# ---- score_ctrl ----
score_ctrl, a small window of the routed layout:
Window x 0 to 50, y 31 to 81 µm. Cells in gray, sequential cells in the stronger gray; small squares are vias.
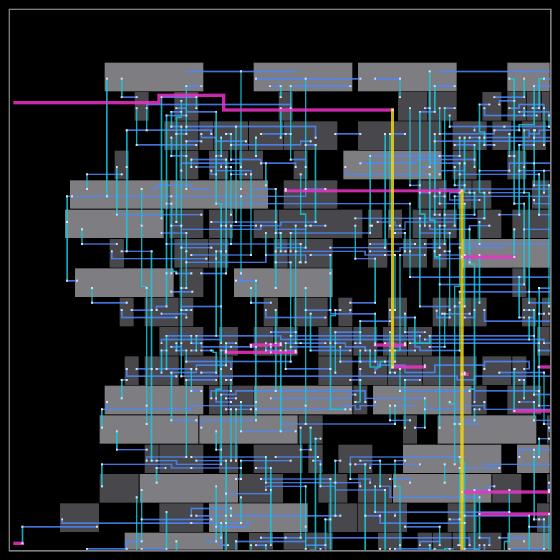

## config.mk

```make
export PLATFORM = sky130hd
export DESIGN_NAME = score_ctrl
export DESIGN_NICKNAME = d
export VERILOG_FILES = /design/src/rtl/score_ctrl.sv
export SDC_FILE = /design/constraint.sdc
export NUM_CORES = 1
export LEC_CHECK = 0
export CAP_MARGIN = 20
export CORE_MARGIN = 4
export CORE_UTILIZATION = 52
export CTS_CLUSTER_SIZE = 8
export DETAILED_ROUTE_END_ITERATION = 10
export PLACE_DENSITY_LB_ADDON = 0.05
export REMOVE_ABC_BUFFERS = 1
export SYNTH_ARGS = -nofsm -noshare
export SYNTH_HDL_FRONTEND = slang
export SYNTH_SLANG_ARGS = --single-unit
```

## constraint.sdc

```tcl
create_clock -name clk -period 3.6 [get_ports clk]
set_clock_uncertainty 0.15 [all_clocks]
set_input_delay 1.08 -clock clk [delete_from_list [all_inputs] [get_ports clk]]
set_output_delay 1.08 -clock clk [all_outputs]
set_load 0.05 [all_outputs]
```

## src/rtl/score_ctrl.sv

```systemverilog
// rtl/score_ctrl.sv - game score/lives controller with BCD score, best-score tracking and post-game wait
module score_ctrl #(
    parameter int LIVES       = 3,
    parameter int WAIT_CYCLES = 50000000
) (
    input  logic       clk,
    input  logic       rst_n,
    input  logic       btn_start,
    input  logic       hit,
    input  logic       miss,
    output logic [7:0] score,
    output logic [1:0] state,
    output logic [7:0] best,
    output logic [1:0] lives
);

    localparam logic [1:0]  ST_INIT   = 2'd0;
    localparam logic [1:0]  ST_GAME   = 2'd1;
    localparam logic [1:0]  ST_WAIT   = 2'd2;
    localparam logic [1:0]  LIVES_L   = 2'(LIVES);
    localparam logic [25:0] WAIT_LAST = 26'(WAIT_CYCLES - 1);

    logic [1:0]  r_state;
    logic [7:0]  r_score;
    logic [7:0]  r_best;
    logic [1:0]  r_lives;
    logic [25:0] r_wait_cnt;
    logic        r_btn_prev;

    logic        w_start;
    logic [7:0]  w_score_inc;
    logic [7:0]  w_game_score;

    assign w_start = btn_start & ~r_btn_prev;

    // BCD increment saturating at 99
    always_comb begin
        w_score_inc = r_score;
        if (r_score == 8'h99) begin
            w_score_inc = 8'h99;
        end else if (r_score[3:0] >= 4'd9) begin
            w_score_inc = {r_score[7:4] + 4'd1, 4'd0};
        end else begin
            w_score_inc = {r_score[7:4], r_score[3:0] + 4'd1};
        end
    end

    assign w_game_score = hit ? w_score_inc : r_score;

    always_ff @(posedge clk or negedge rst_n) begin
        if (!rst_n) begin
            r_state    <= ST_INIT;
            r_score    <= 8'h00;
            r_best     <= 8'h00;
            r_lives    <= LIVES_L;
            r_wait_cnt <= 26'd0;
            r_btn_prev <= 1'b1;
        end else begin
            r_btn_prev <= btn_start;
            case (r_state)
                ST_INIT: begin
                    r_lives <= LIVES_L;
                    if (w_start) begin
                        r_state <= ST_GAME;
                        r_score <= 8'h00;
                    end
                end
                ST_GAME: begin
                    r_score <= w_game_score;
                    if (miss) begin
                        if (r_lives > 2'd1) begin
                            r_lives <= r_lives - 2'd1;
                        end else begin
                            // Game over: best is judged on the score including this cycle's hit
                            r_lives    <= 2'd0;
                            r_state    <= ST_WAIT;
                            r_wait_cnt <= 26'd0;
                            if (w_game_score > r_best) begin
                                r_best <= w_game_score;
                            end
                        end
                    end
                end
                ST_WAIT: begin
                    if (r_wait_cnt == WAIT_LAST) begin
                        r_state    <= ST_INIT;
                        r_lives    <= LIVES_L;
                        r_wait_cnt <= 26'd0;
                    end else begin
                        r_wait_cnt <= r_wait_cnt + 26'd1;
                    end
                end
                default: begin
                    r_state    <= ST_INIT;
                    r_score    <= 8'h00;
                    r_lives    <= LIVES_L;
                    r_wait_cnt <= 26'd0;
                end
            endcase
        end
    end

    assign score = r_score;
    assign state = r_state;
    assign best  = r_best;
    assign lives = r_lives;

endmodule

```

# ---- alu_exec_stage ----
--- src/rtl/alu_exec_stage.sv ---
// Two-stage ALU execute pipeline: EX captures operands (with bypass from the
// in-flight result), WB holds the retired result for the downstream consumer.

module alu #(
    parameter int DATA_W = 8
) (
    input  logic [2:0]        func,
    input  logic [DATA_W-1:0] a,
    input  logic [DATA_W-1:0] b,
    output logic [DATA_W-1:0] result,
    output logic [3:0]        flags
);
    localparam int MSB = DATA_W - 1;

    logic [DATA_W:0] sum;
    logic            v;
    logic            c;

    always_comb begin
        sum    = '0;
        v      = 1'b0;
        c      = 1'b0;
        result = '0;
        case (func)
            3'b000: begin
                sum    = {1'b0, a} + {1'b0, b};
                result = sum[MSB:0];
                c      = sum[DATA_W];
                v      = (a[MSB] == b[MSB]) && (result[MSB] != a[MSB]);
            end
            3'b001: begin
                // C set means no borrow
                sum    = {1'b0, a} + {1'b0, ~b} + {{DATA_W{1'b0}}, 1'b1};
                result = sum[MSB:0];
                c      = sum[DATA_W];
                v      = (a[MSB] != b[MSB]) && (result[MSB] != a[MSB]);
            end
            3'b010, 3'b011: result = a & b;
            3'b100:         result = a | b;
            3'b101:         result = a ^ b;
            default:        result = ~a;
        endcase
        // P marks a strictly positive signed result
        flags = {v, c, ~result[MSB] & (|result), ~(|result)};
    end
endmodule

module alu_exec_stage #(
    parameter  int DATA_W     = 8,
    parameter  int REG_COUNT  = 8,
    localparam int REG_ADDR_W = $clog2(REG_COUNT)
) (
    input  logic                  clk,
    input  logic                  rst_n,
    input  logic                  in_valid,
    output logic                  in_ready,
    input  logic [2:0]            in_alu_func,
    input  logic [REG_ADDR_W-1:0] in_src_a,
    input  logic [REG_ADDR_W-1:0] in_src_b,
    input  logic [DATA_W-1:0]     in_imm,
    input  logic                  in_use_imm,
    input  logic [REG_ADDR_W-1:0] in_dest,
    input  logic                  in_reg_we,
    input  logic                  in_flag_we,
    input  logic                  flush,
    output logic                  out_valid,
    input  logic                  out_ready,
    output logic [DATA_W-1:0]     out_result,
    output logic [REG_ADDR_W-1:0] out_dest,
    output logic [3:0]            out_flags,
    output logic [3:0]            flags_q
);
    // Handshakes: a transfer happens on a rising edge where valid and ready are
    // both high; valid never depends on ready, and the payload is held while
    // valid is high and ready is low.

    logic                  ex_valid;
    logic [2:0]            ex_func;
    logic [DATA_W-1:0]     ex_a;
    logic [DATA_W-1:0]     ex_b;
    logic [REG_ADDR_W-1:0] ex_dest;
    logic                  ex_reg_we;
    logic                  ex_flag_we;
    logic                  wb_valid;
    logic [DATA_W-1:0]     regs [REG_COUNT];

    logic [DATA_W-1:0]     alu_result;
    logic [3:0]            alu_flags;
    logic                  ex_adv;
    logic                  accept;
    logic                  bypass_a;
    logic                  bypass_b;
    logic [DATA_W-1:0]     op_a;
    logic [DATA_W-1:0]     op_b;

    alu #(.DATA_W(DATA_W)) u_alu (
        .func   (ex_func),
        .a      (ex_a),
        .b      (ex_b),
        .result (alu_result),
        .flags  (alu_flags)
    );

    assign ex_adv    = ex_valid & (~wb_valid | out_ready);
    assign in_ready  = ~flush & (~ex_valid | ex_adv);
    assign accept    = in_valid & in_ready;
    assign out_valid = wb_valid;

    // An operand produced by the op now in EX is taken from the ALU directly,
    // since the register file write lands on the same edge as this capture.
    assign bypass_a = ex_valid & ex_reg_we & (ex_dest == in_src_a);
    assign bypass_b = ex_valid & ex_reg_we & (ex_dest == in_src_b);
    assign op_a     = bypass_a ? alu_result : regs[in_src_a];
    assign op_b     = in_use_imm ? in_imm : (bypass_b ? alu_result : regs[in_src_b]);

    always_ff @(posedge clk or negedge rst_n) begin
        if (!rst_n) begin
            ex_valid   <= 1'b0;
            ex_func    <= '0;
            ex_a       <= '0;
            ex_b       <= '0;
            ex_dest    <= '0;
            ex_reg_we  <= 1'b0;
            ex_flag_we <= 1'b0;
            wb_valid   <= 1'b0;
            out_result <= '0;
            out_dest   <= '0;
            out_flags  <= '0;
            flags_q    <= '0;
            for (int i = 0; i < REG_COUNT; i++) begin
                regs[i] <= '0;
            end
        end else if (flush) begin
            ex_valid <= 1'b0;
            wb_valid <= 1'b0;
        end else begin
            if (ex_adv) begin
                wb_valid   <= 1'b1;
                out_result <= alu_result;
                out_dest   <= ex_dest;
                out_flags  <= alu_flags;
                if (ex_reg_we) begin
                    regs[ex_dest] <= alu_result;
                end
                if (ex_flag_we) begin
                    flags_q <= alu_flags;
                end
            end else if (out_ready) begin
                wb_valid <= 1'b0;
            end

            if (accept) begin
                ex_valid   <= 1'b1;
                ex_func    <= in_alu_func;
                ex_a       <= op_a;
                ex_b       <= op_b;
                ex_dest    <= in_dest;
                ex_reg_we  <= in_reg_we;
                ex_flag_we <= in_flag_we;
            end else if (ex_adv) begin
                ex_valid <= 1'b0;
            end
        end
    end
endmodule

--- config.mk ---
export PLATFORM = sky130hd
export DESIGN_NAME = alu_exec_stage
export DESIGN_NICKNAME = d
export VERILOG_FILES = /design/src/rtl/alu_exec_stage.sv
export SDC_FILE = /design/constraint.sdc
export NUM_CORES = 1
export LEC_CHECK = 0
export ABC_AREA = 0
export CORE_AREA = 2 2 143 145
export DETAILED_ROUTE_END_ITERATION = 12
export DIE_AREA = 0 0 145 147
export PLACE_DENSITY_LB_ADDON = 0.05
export SYNTH_ARGS = -nofsm -noshare
export SYNTH_HDL_FRONTEND = slang
export SYNTH_SLANG_ARGS = --single-unit
--- constraint.sdc ---
create_clock -name clk -period 3.3 [get_ports clk]
set_clock_uncertainty 0.2 [all_clocks]
set_input_delay 0.33 -clock clk [delete_from_list [all_inputs] [get_ports clk]]
set_output_delay 0.33 -clock clk [all_outputs]
set_load 0.005 [all_outputs]
# ---- imem_fetch_ctrl_flat ----
--- src/rtl/imem_fetch_ctrl_pkg.sv ---
// Shared sizing constants, state encoding and address helpers for the
// instruction-memory fetch sequencer.
package imem_fetch_pkg;

    localparam int WL     = 32;
    localparam int DEPTH  = WL * 8;
    localparam int ADDR_W = $clog2(DEPTH);

    typedef enum logic [1:0] {
        ST_IDLE = 2'd0,
        ST_LOAD = 2'd1,
        ST_RUN  = 2'd2,
        ST_HALT = 2'd3
    } fetch_state_t;

    // Word indices must always land inside the RAM, so the upper bits are dropped.
    function automatic logic [WL-1:0] wrap_addr(input logic [WL-1:0] addr);
        return addr & WL'(DEPTH - 1);
    endfunction

    function automatic logic out_of_range(input logic [WL-1:0] addr);
        return addr >= WL'(DEPTH);
    endfunction

endpackage

--- src/rtl/imem_fetch_ctrl_if.sv ---
// Bundle of loader stream, core control, RAM port and status signals
// around the fetch sequencer.
interface imem_fetch_ctrl_if;
    import imem_fetch_pkg::*;

    logic          ld_valid;
    logic          ld_ready;
    logic [WL-1:0] ld_data;
    logic          ld_last;

    logic          run_start;
    logic          stall;
    logic          redirect_en;
    logic [WL-1:0] redirect_pc;
    logic          halt_inst;

    logic [WL-1:0] imem_addr;
    logic          imem_we;
    logic [WL-1:0] imem_wd;

    logic [WL-1:0] pc;
    logic          pc_valid;
    logic [1:0]    state;
    logic          load_done;
    logic          err_ovf;
    logic          err_addr;

    // The master is the loader/core side; the slave is the sequencer itself.
    modport master (
        output ld_valid, ld_data, ld_last,
        output run_start, stall, redirect_en, redirect_pc, halt_inst,
        input  ld_ready, imem_addr, imem_we, imem_wd,
        input  pc, pc_valid, state, load_done, err_ovf, err_addr
    );

    modport slave (
        input  ld_valid, ld_data, ld_last,
        input  run_start, stall, redirect_en, redirect_pc, halt_inst,
        output ld_ready, imem_addr, imem_we, imem_wd,
        output pc, pc_valid, state, load_done, err_ovf, err_addr
    );

endinterface

--- src/rtl/imem_fetch_ctrl.sv ---
// Program-counter owner for the instruction RAM: streams a program in,
// then fetches with stall, redirect and halt control.
module imem_fetch_ctrl
    import imem_fetch_pkg::*;
(
    input  logic             clk,
    input  logic             rst_n,
    imem_fetch_ctrl_if.slave bus
);

    fetch_state_t      state_q, state_d;
    logic [WL-1:0]     pc_q, pc_d;
    logic [ADDR_W-1:0] wptr_q, wptr_d;
    logic              load_done_q, load_done_d;
    logic              err_ovf_q, err_ovf_d;
    logic              err_addr_q, err_addr_d;

    logic              ld_ready;
    logic              accept;

    // The loader may write whenever the core is not fetching.
    assign ld_ready = (state_q != ST_RUN);
    assign accept   = bus.ld_valid & ld_ready;

    assign bus.ld_ready  = ld_ready;
    assign bus.imem_we   = accept;
    assign bus.imem_wd   = bus.ld_data;
    assign bus.imem_addr = (state_q == ST_RUN) ? pc_q : WL'(wptr_q);

    assign bus.pc        = pc_q;
    assign bus.pc_valid  = (state_q == ST_RUN);
    assign bus.state     = state_q;
    assign bus.load_done = load_done_q;
    assign bus.err_ovf   = err_ovf_q;
    assign bus.err_addr  = err_addr_q;

    // Next-state logic: a pending load always wins over run_start when idle.
    always_comb begin
        state_d     = state_q;
        pc_d        = pc_q;
        wptr_d      = wptr_q;
        load_done_d = 1'b0;
        err_ovf_d   = err_ovf_q;
        err_addr_d  = err_addr_q;

        case (state_q)
            ST_IDLE, ST_HALT: begin
                if (accept) begin
                    if (bus.ld_last) begin
                        state_d     = ST_IDLE;
                        wptr_d      = '0;
                        load_done_d = 1'b1;
                    end else begin
                        state_d = ST_LOAD;
                        wptr_d  = wptr_q + ADDR_W'(1);
                    end
                end else if (bus.run_start) begin
                    pc_d    = '0;
                    state_d = ST_RUN;
                end
            end

            ST_LOAD: begin
                if (accept) begin
                    if (bus.ld_last) begin
                        state_d     = ST_IDLE;
                        wptr_d      = '0;
                        load_done_d = 1'b1;
                    end else begin
                        wptr_d = wptr_q + ADDR_W'(1);
                        if (wptr_q == ADDR_W'(DEPTH - 1)) begin
                            err_ovf_d = 1'b1;
                        end
                    end
                end
            end

            ST_RUN: begin
                if (!bus.stall) begin
                    if (bus.halt_inst) begin
                        state_d = ST_HALT;
                    end else if (bus.redirect_en) begin
                        pc_d = wrap_addr(bus.redirect_pc);
                        if (out_of_range(bus.redirect_pc)) begin
                            err_addr_d = 1'b1;
                        end
                    end else begin
                        pc_d = wrap_addr(pc_q + WL'(1));
                    end
                end
            end

            default: begin
                state_d = ST_IDLE;
            end
        endcase
    end

    // Registered state; the error flags are sticky until reset.
    always_ff @(posedge clk or negedge rst_n) begin
        if (!rst_n) begin
            state_q     <= ST_IDLE;
            pc_q        <= '0;
            wptr_q      <= '0;
            load_done_q <= 1'b0;
            err_ovf_q   <= 1'b0;
            err_addr_q  <= 1'b0;
        end else begin
            state_q     <= state_d;
            pc_q        <= pc_d;
            wptr_q      <= wptr_d;
            load_done_q <= load_done_d;
            err_ovf_q   <= err_ovf_d;
            err_addr_q  <= err_addr_d;
        end
    end

endmodule

--- src/flat_wrapper.sv ---
// flat-port wrapper written by rule: the top's interface ports become plain ports
module imem_fetch_ctrl_flat import imem_fetch_pkg::*;
  (clk, rst_n, bus_ld_valid, bus_ld_data, bus_ld_last, bus_run_start, bus_stall, bus_redirect_en, bus_redirect_pc, bus_halt_inst, bus_ld_ready, bus_imem_addr, bus_imem_we, bus_imem_wd, bus_pc, bus_pc_valid, bus_state, bus_load_done, bus_err_ovf, bus_err_addr);
  imem_fetch_ctrl_if bus_i ();
  input  logic clk;
  input  logic rst_n;
  input wire logic [$bits(bus_i.ld_valid)-1:0] bus_ld_valid;
  input wire logic [$bits(bus_i.ld_data)-1:0] bus_ld_data;
  input wire logic [$bits(bus_i.ld_last)-1:0] bus_ld_last;
  input wire logic [$bits(bus_i.run_start)-1:0] bus_run_start;
  input wire logic [$bits(bus_i.stall)-1:0] bus_stall;
  input wire logic [$bits(bus_i.redirect_en)-1:0] bus_redirect_en;
  input wire logic [$bits(bus_i.redirect_pc)-1:0] bus_redirect_pc;
  input wire logic [$bits(bus_i.halt_inst)-1:0] bus_halt_inst;
  output wire logic [$bits(bus_i.ld_ready)-1:0] bus_ld_ready;
  output wire logic [$bits(bus_i.imem_addr)-1:0] bus_imem_addr;
  output wire logic [$bits(bus_i.imem_we)-1:0] bus_imem_we;
  output wire logic [$bits(bus_i.imem_wd)-1:0] bus_imem_wd;
  output wire logic [$bits(bus_i.pc)-1:0] bus_pc;
  output wire logic [$bits(bus_i.pc_valid)-1:0] bus_pc_valid;
  output wire logic [$bits(bus_i.state)-1:0] bus_state;
  output wire logic [$bits(bus_i.load_done)-1:0] bus_load_done;
  output wire logic [$bits(bus_i.err_ovf)-1:0] bus_err_ovf;
  output wire logic [$bits(bus_i.err_addr)-1:0] bus_err_addr;
  assign bus_i.ld_valid = bus_ld_valid;
  assign bus_i.ld_data = bus_ld_data;
  assign bus_i.ld_last = bus_ld_last;
  assign bus_i.run_start = bus_run_start;
  assign bus_i.stall = bus_stall;
  assign bus_i.redirect_en = bus_redirect_en;
  assign bus_i.redirect_pc = bus_redirect_pc;
  assign bus_i.halt_inst = bus_halt_inst;
  assign bus_ld_ready = bus_i.ld_ready;
  assign bus_imem_addr = bus_i.imem_addr;
  assign bus_imem_we = bus_i.imem_we;
  assign bus_imem_wd = bus_i.imem_wd;
  assign bus_pc = bus_i.pc;
  assign bus_pc_valid = bus_i.pc_valid;
  assign bus_state = bus_i.state;
  assign bus_load_done = bus_i.load_done;
  assign bus_err_ovf = bus_i.err_ovf;
  assign bus_err_addr = bus_i.err_addr;
  imem_fetch_ctrl u_core (.clk(clk), .rst_n(rst_n), .bus(bus_i));
endmodule
--- config.mk ---
export PLATFORM = sky130hd
export DESIGN_NAME = imem_fetch_ctrl_flat
export DESIGN_NICKNAME = d
export VERILOG_FILES = /design/src/rtl/imem_fetch_ctrl_pkg.sv /design/src/rtl/imem_fetch_ctrl_if.sv /design/src/rtl/imem_fetch_ctrl.sv /design/src/flat_wrapper.sv
export SDC_FILE = /design/constraint.sdc
export NUM_CORES = 1
export LEC_CHECK = 0
export ABC_AREA = 1
export CELL_PAD_IN_SITES_DETAIL_PLACEMENT = 0
export CELL_PAD_IN_SITES_GLOBAL_PLACEMENT = 1
export CORE_MARGIN = 1
export CORE_UTILIZATION = 21
export CTS_BUF_LIST = sky130_fd_sc_hd__clkbuf_16
export CTS_CLUSTER_SIZE = 28
export DETAILED_ROUTE_END_ITERATION = 8
export PLACE_DENSITY_LB_ADDON = 0.2
export SETUP_SLACK_MARGIN = 0.3
export SYNTH_ARGS = -nofsm -noshare
export SYNTH_HDL_FRONTEND = slang
export SYNTH_SLANG_ARGS = --single-unit
--- constraint.sdc ---
create_clock -name clk -period 1.8 [get_ports clk]
set_input_delay 0.36 -clock clk [delete_from_list [all_inputs] [get_ports clk]]
set_output_delay 0.36 -clock clk [all_outputs]
set_load 0.01 [all_outputs]
alu_exec_stage, clock routing:
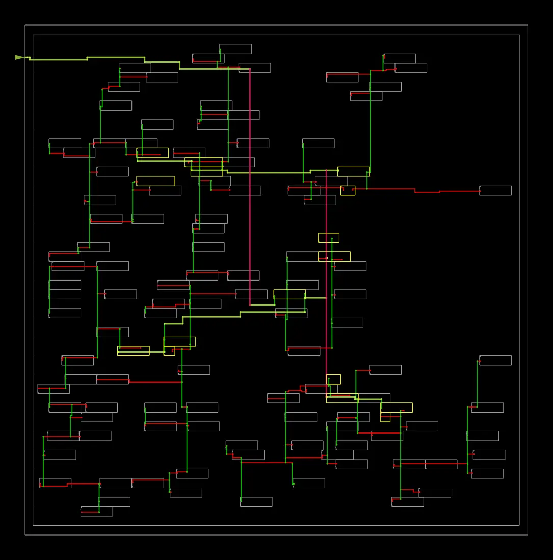
Clock Power: 1.25 mW
Late-Pin Clk Latency: 0.36 ns
clkbuf count: 9

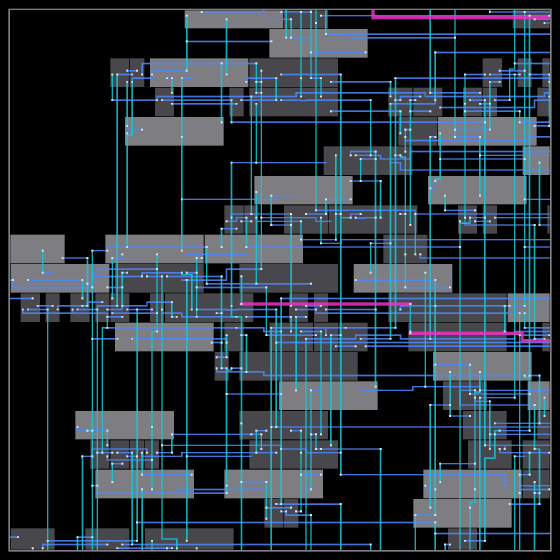
alu_exec_stage: a small window of the routed layout
Window x 11 to 61, y 85 to 135 µm. Cells in gray, sequential cells in the stronger gray; small squares are vias.
| layer | color |
|---|---|
| met2 | cyan |
| met3 | magenta |
| met1 | blue |
netlist names of flops here include: `regs` (20)
cells with their middle in the window: 77
sequential cells in the window: 20
most frequent: dfrtp_1 (20), nand2_1 (11), o21ai_0 (11)

==> results.py, alu_exec_stage <==
# Metrics from the implementation run
metrics = {
    "critical_path": {
        "worst-setup-path-type": "flop to flop",
        "crit_cells": 9,
        "r2r_start": "ex_a[1]",
    },
    "outcome": {
        "status": "completed",
    },
    "cells_and_area": {
        "largest_reg_flops": 64,
        "finalNonFillerCells": 965,
        "register_area_um2": 2730,
        "seq_cells": 109,
    },
    "hold_path": {
        "min_to": "out_flags[3]",
    },
    "clocking": {
        "holdBufCountCts": 1,
    },
    "synthesis": {
        "synthTopCellsByArea": "dfrtp_1, mux4_2, mux2_2",
    },
    "global_route": {
        "grt_max_degree": 57,
        "antenna_found_initial": 0,
    },
    "route": {
        "highest_layer": "met4",
        "wl_met1_mm": 8.62,
        "firstDrtPassIters": 4,
    },
    "place": {
        "routabilityCongestion": 0.840,
    },
    "power": {
        "pg_comb_mw": 1.70,
    },
}
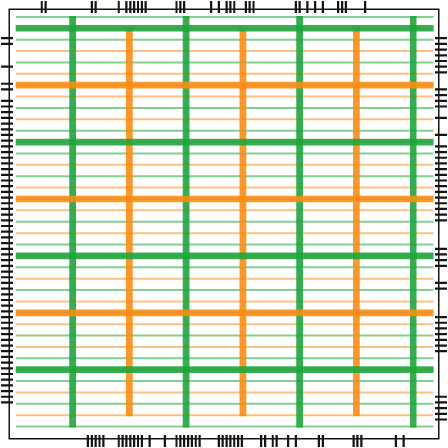
imem_fetch_ctrl_flat: PDN straps and rails
Pins as bars on the die edge.
| net | color |
|---|---|
| VSS | green |
| VDD | orange |
met4 straps: 7
rows: 36
met5 straps: 7
met1 rails: 37
signal pins: 176

==> results.py, imem_fetch_ctrl_flat <==
# Metrics from the implementation run
metrics = {
    "cells_and_area": {
        "lay_top_count": "nand2_1",
        "fillCellCount": 1094,
        "antenna_cells": 0,
        "inv_count": 27,
    },
    "critical_path": {
        "crit_cells": 5,
        "crit_family": "flip-flops",
        "cp.arrival_ns": 1.37,
        "crit_start": "u_core.bus.state[1]",
        "worst-path-max-fanout": 8,
    },
    "route": {
        "highest_layer": "met4",
    },
    "power": {
        "p_int_mw": 1.91,
        "power.switching_mw": 1.38,
        "p_seq_share_pct": 20.5,
        "powerClk_mw": 0.466,
    },
    "synthesis": {
        "yosysChipArea_um2": 2110,
        "common_cells": "buf_4, nand2_1, nor2_1, inv_1, dfrtp_1",
        "yosys-dominant-comb-family": "buffers and inverters",
        "ys_sh_simple_pct": 27.5,
    },
    "outcome": {
        "status": "completed",
    },
    "global_route": {
        "gr-usage-all-layers_pct": 10.3,
        "grt_pass1_vias": 1709,
    },
    "clocking": {
        "path_clk_slew_ns": 0.06,
        "numCtsBuffers": 3,
        "cts_resized": 87,
        "cts-root-buf": "clkbuf_16",
    },
    "floorplan": {
        "nWellTaps": 133,
        "core_area_um2": 9770,
    },
    "place": {
        "place_area_um2": 2670,
    },
    "final_timing": {
        "finalMaxSlewViolations": 0,
    },
}
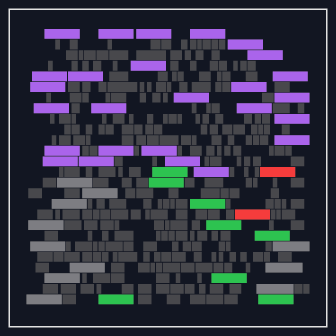
score_ctrl: register map, names as in the netlist
Other sequential cells in the stronger gray, the rest of the logic in the fainter gray.
| netlist name | color | sequential cells |
|---|---|---|
| `state` | red | 2 |
| `r_wait_cnt` | purple | 26 |
| `score` | green | 8 |

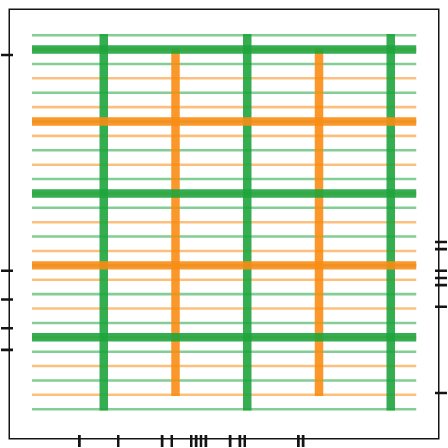
score_ctrl: PDN straps and rails
Pins as bars on the die edge.
| net | color |
|---|---|
| VDD | orange |
| VSS | green |
met4 straps: 5
met1 rails: 27
signal pins: 25
rows: 26

About 'a small window of the routed layout' of score_ctrl:
| layer | color |
|---|---|
| met3 | magenta |
| met2 | cyan |
| met4 | yellow |
| met1 | blue |
netlist names of flops here include: `r_wait_cnt` (16), `best` (3), `score` (2)
sequential cells in the window: 21
most frequent: dfrtp_1 (21), nor2_1 (16), xor2_1 (12)
cells with their middle in the window: 132

==> results.py, score_ctrl <==
# Metrics from the implementation run
metrics = {
    "floorplan": {
        "nWellTaps": 70,
        "row_count": 26,
    },
    "power": {
        "p_int_mw": 1.20,
        "p_per_area_nw_per_um2": 633,
        "power.switching_mw": 0.870,
    },
    "synthesis": {
        "ys_sh_simple_pct": 23.1,
        "yosys_most_used_dff": "dfrtp_1",
        "synth_top_cell_by_area": "dfrtp_1",
        "syn_inst": 296,
        "ys_sh_aoi_pct": 14.5,
    },
    "cells_and_area": {
        "fin_nets": 352,
        "design_area_um2": 3270,
        "seq_area_share_pct": 36.0,
        "nClkBuffers": 8,
        "antenna_cells": 0,
    },
    "global_route": {
        "grt_overflow": 0,
    },
    "critical_path": {
        "path_buffers": 2,
        "cp.required_ns": 3.64,
    },
    "final_timing": {
        "hold_viol": 0,
    },
    "clocking": {
        "cts_buffer_depth": 2,
    },
    "route": {
        "vias": 2319,
    },
    "place": {
        "place_ws_ns": -0.247,
    },
    "outcome": {
        "status": "completed",
    },
}

==> screenshots <==
Selected gate families.
image #1
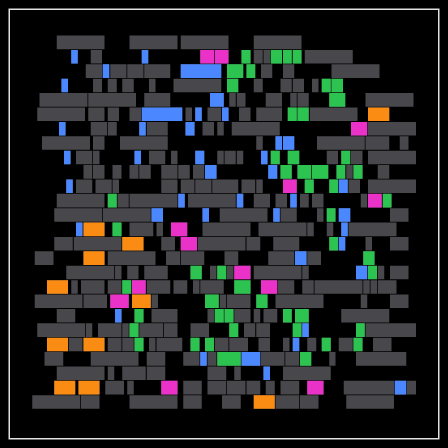
image #2
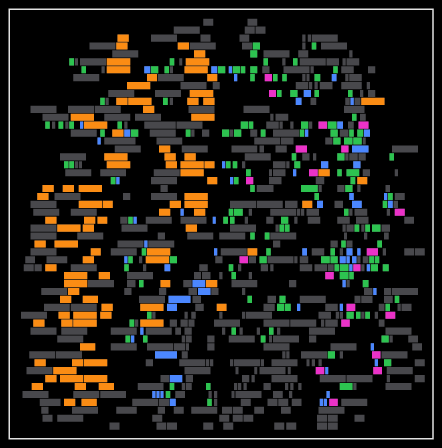
image #3
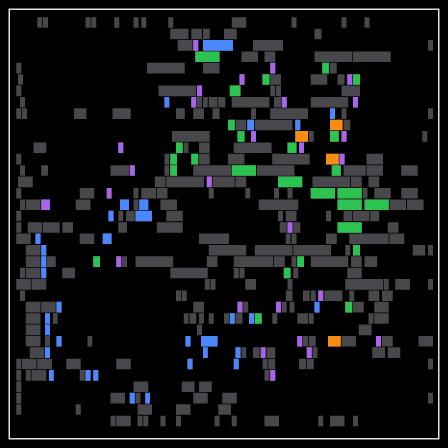
For score_ctrl, see image #1.
For alu_exec_stage, see image #2.
For imem_fetch_ctrl_flat, see image #3.
Of these, most cells: image #2
Of these, fewest cells: image #1

Key to image #2:
| family | color | cells |
|---|---|---|
| AND-OR and OR-AND gates | magenta | 20 |
| multiplexers | orange | 91 |
| inverting AOI/OAI gates | green | 128 |
| NOR gates | blue | 63 |


No activity file was given, so power comes from the tool's default toggle rates.
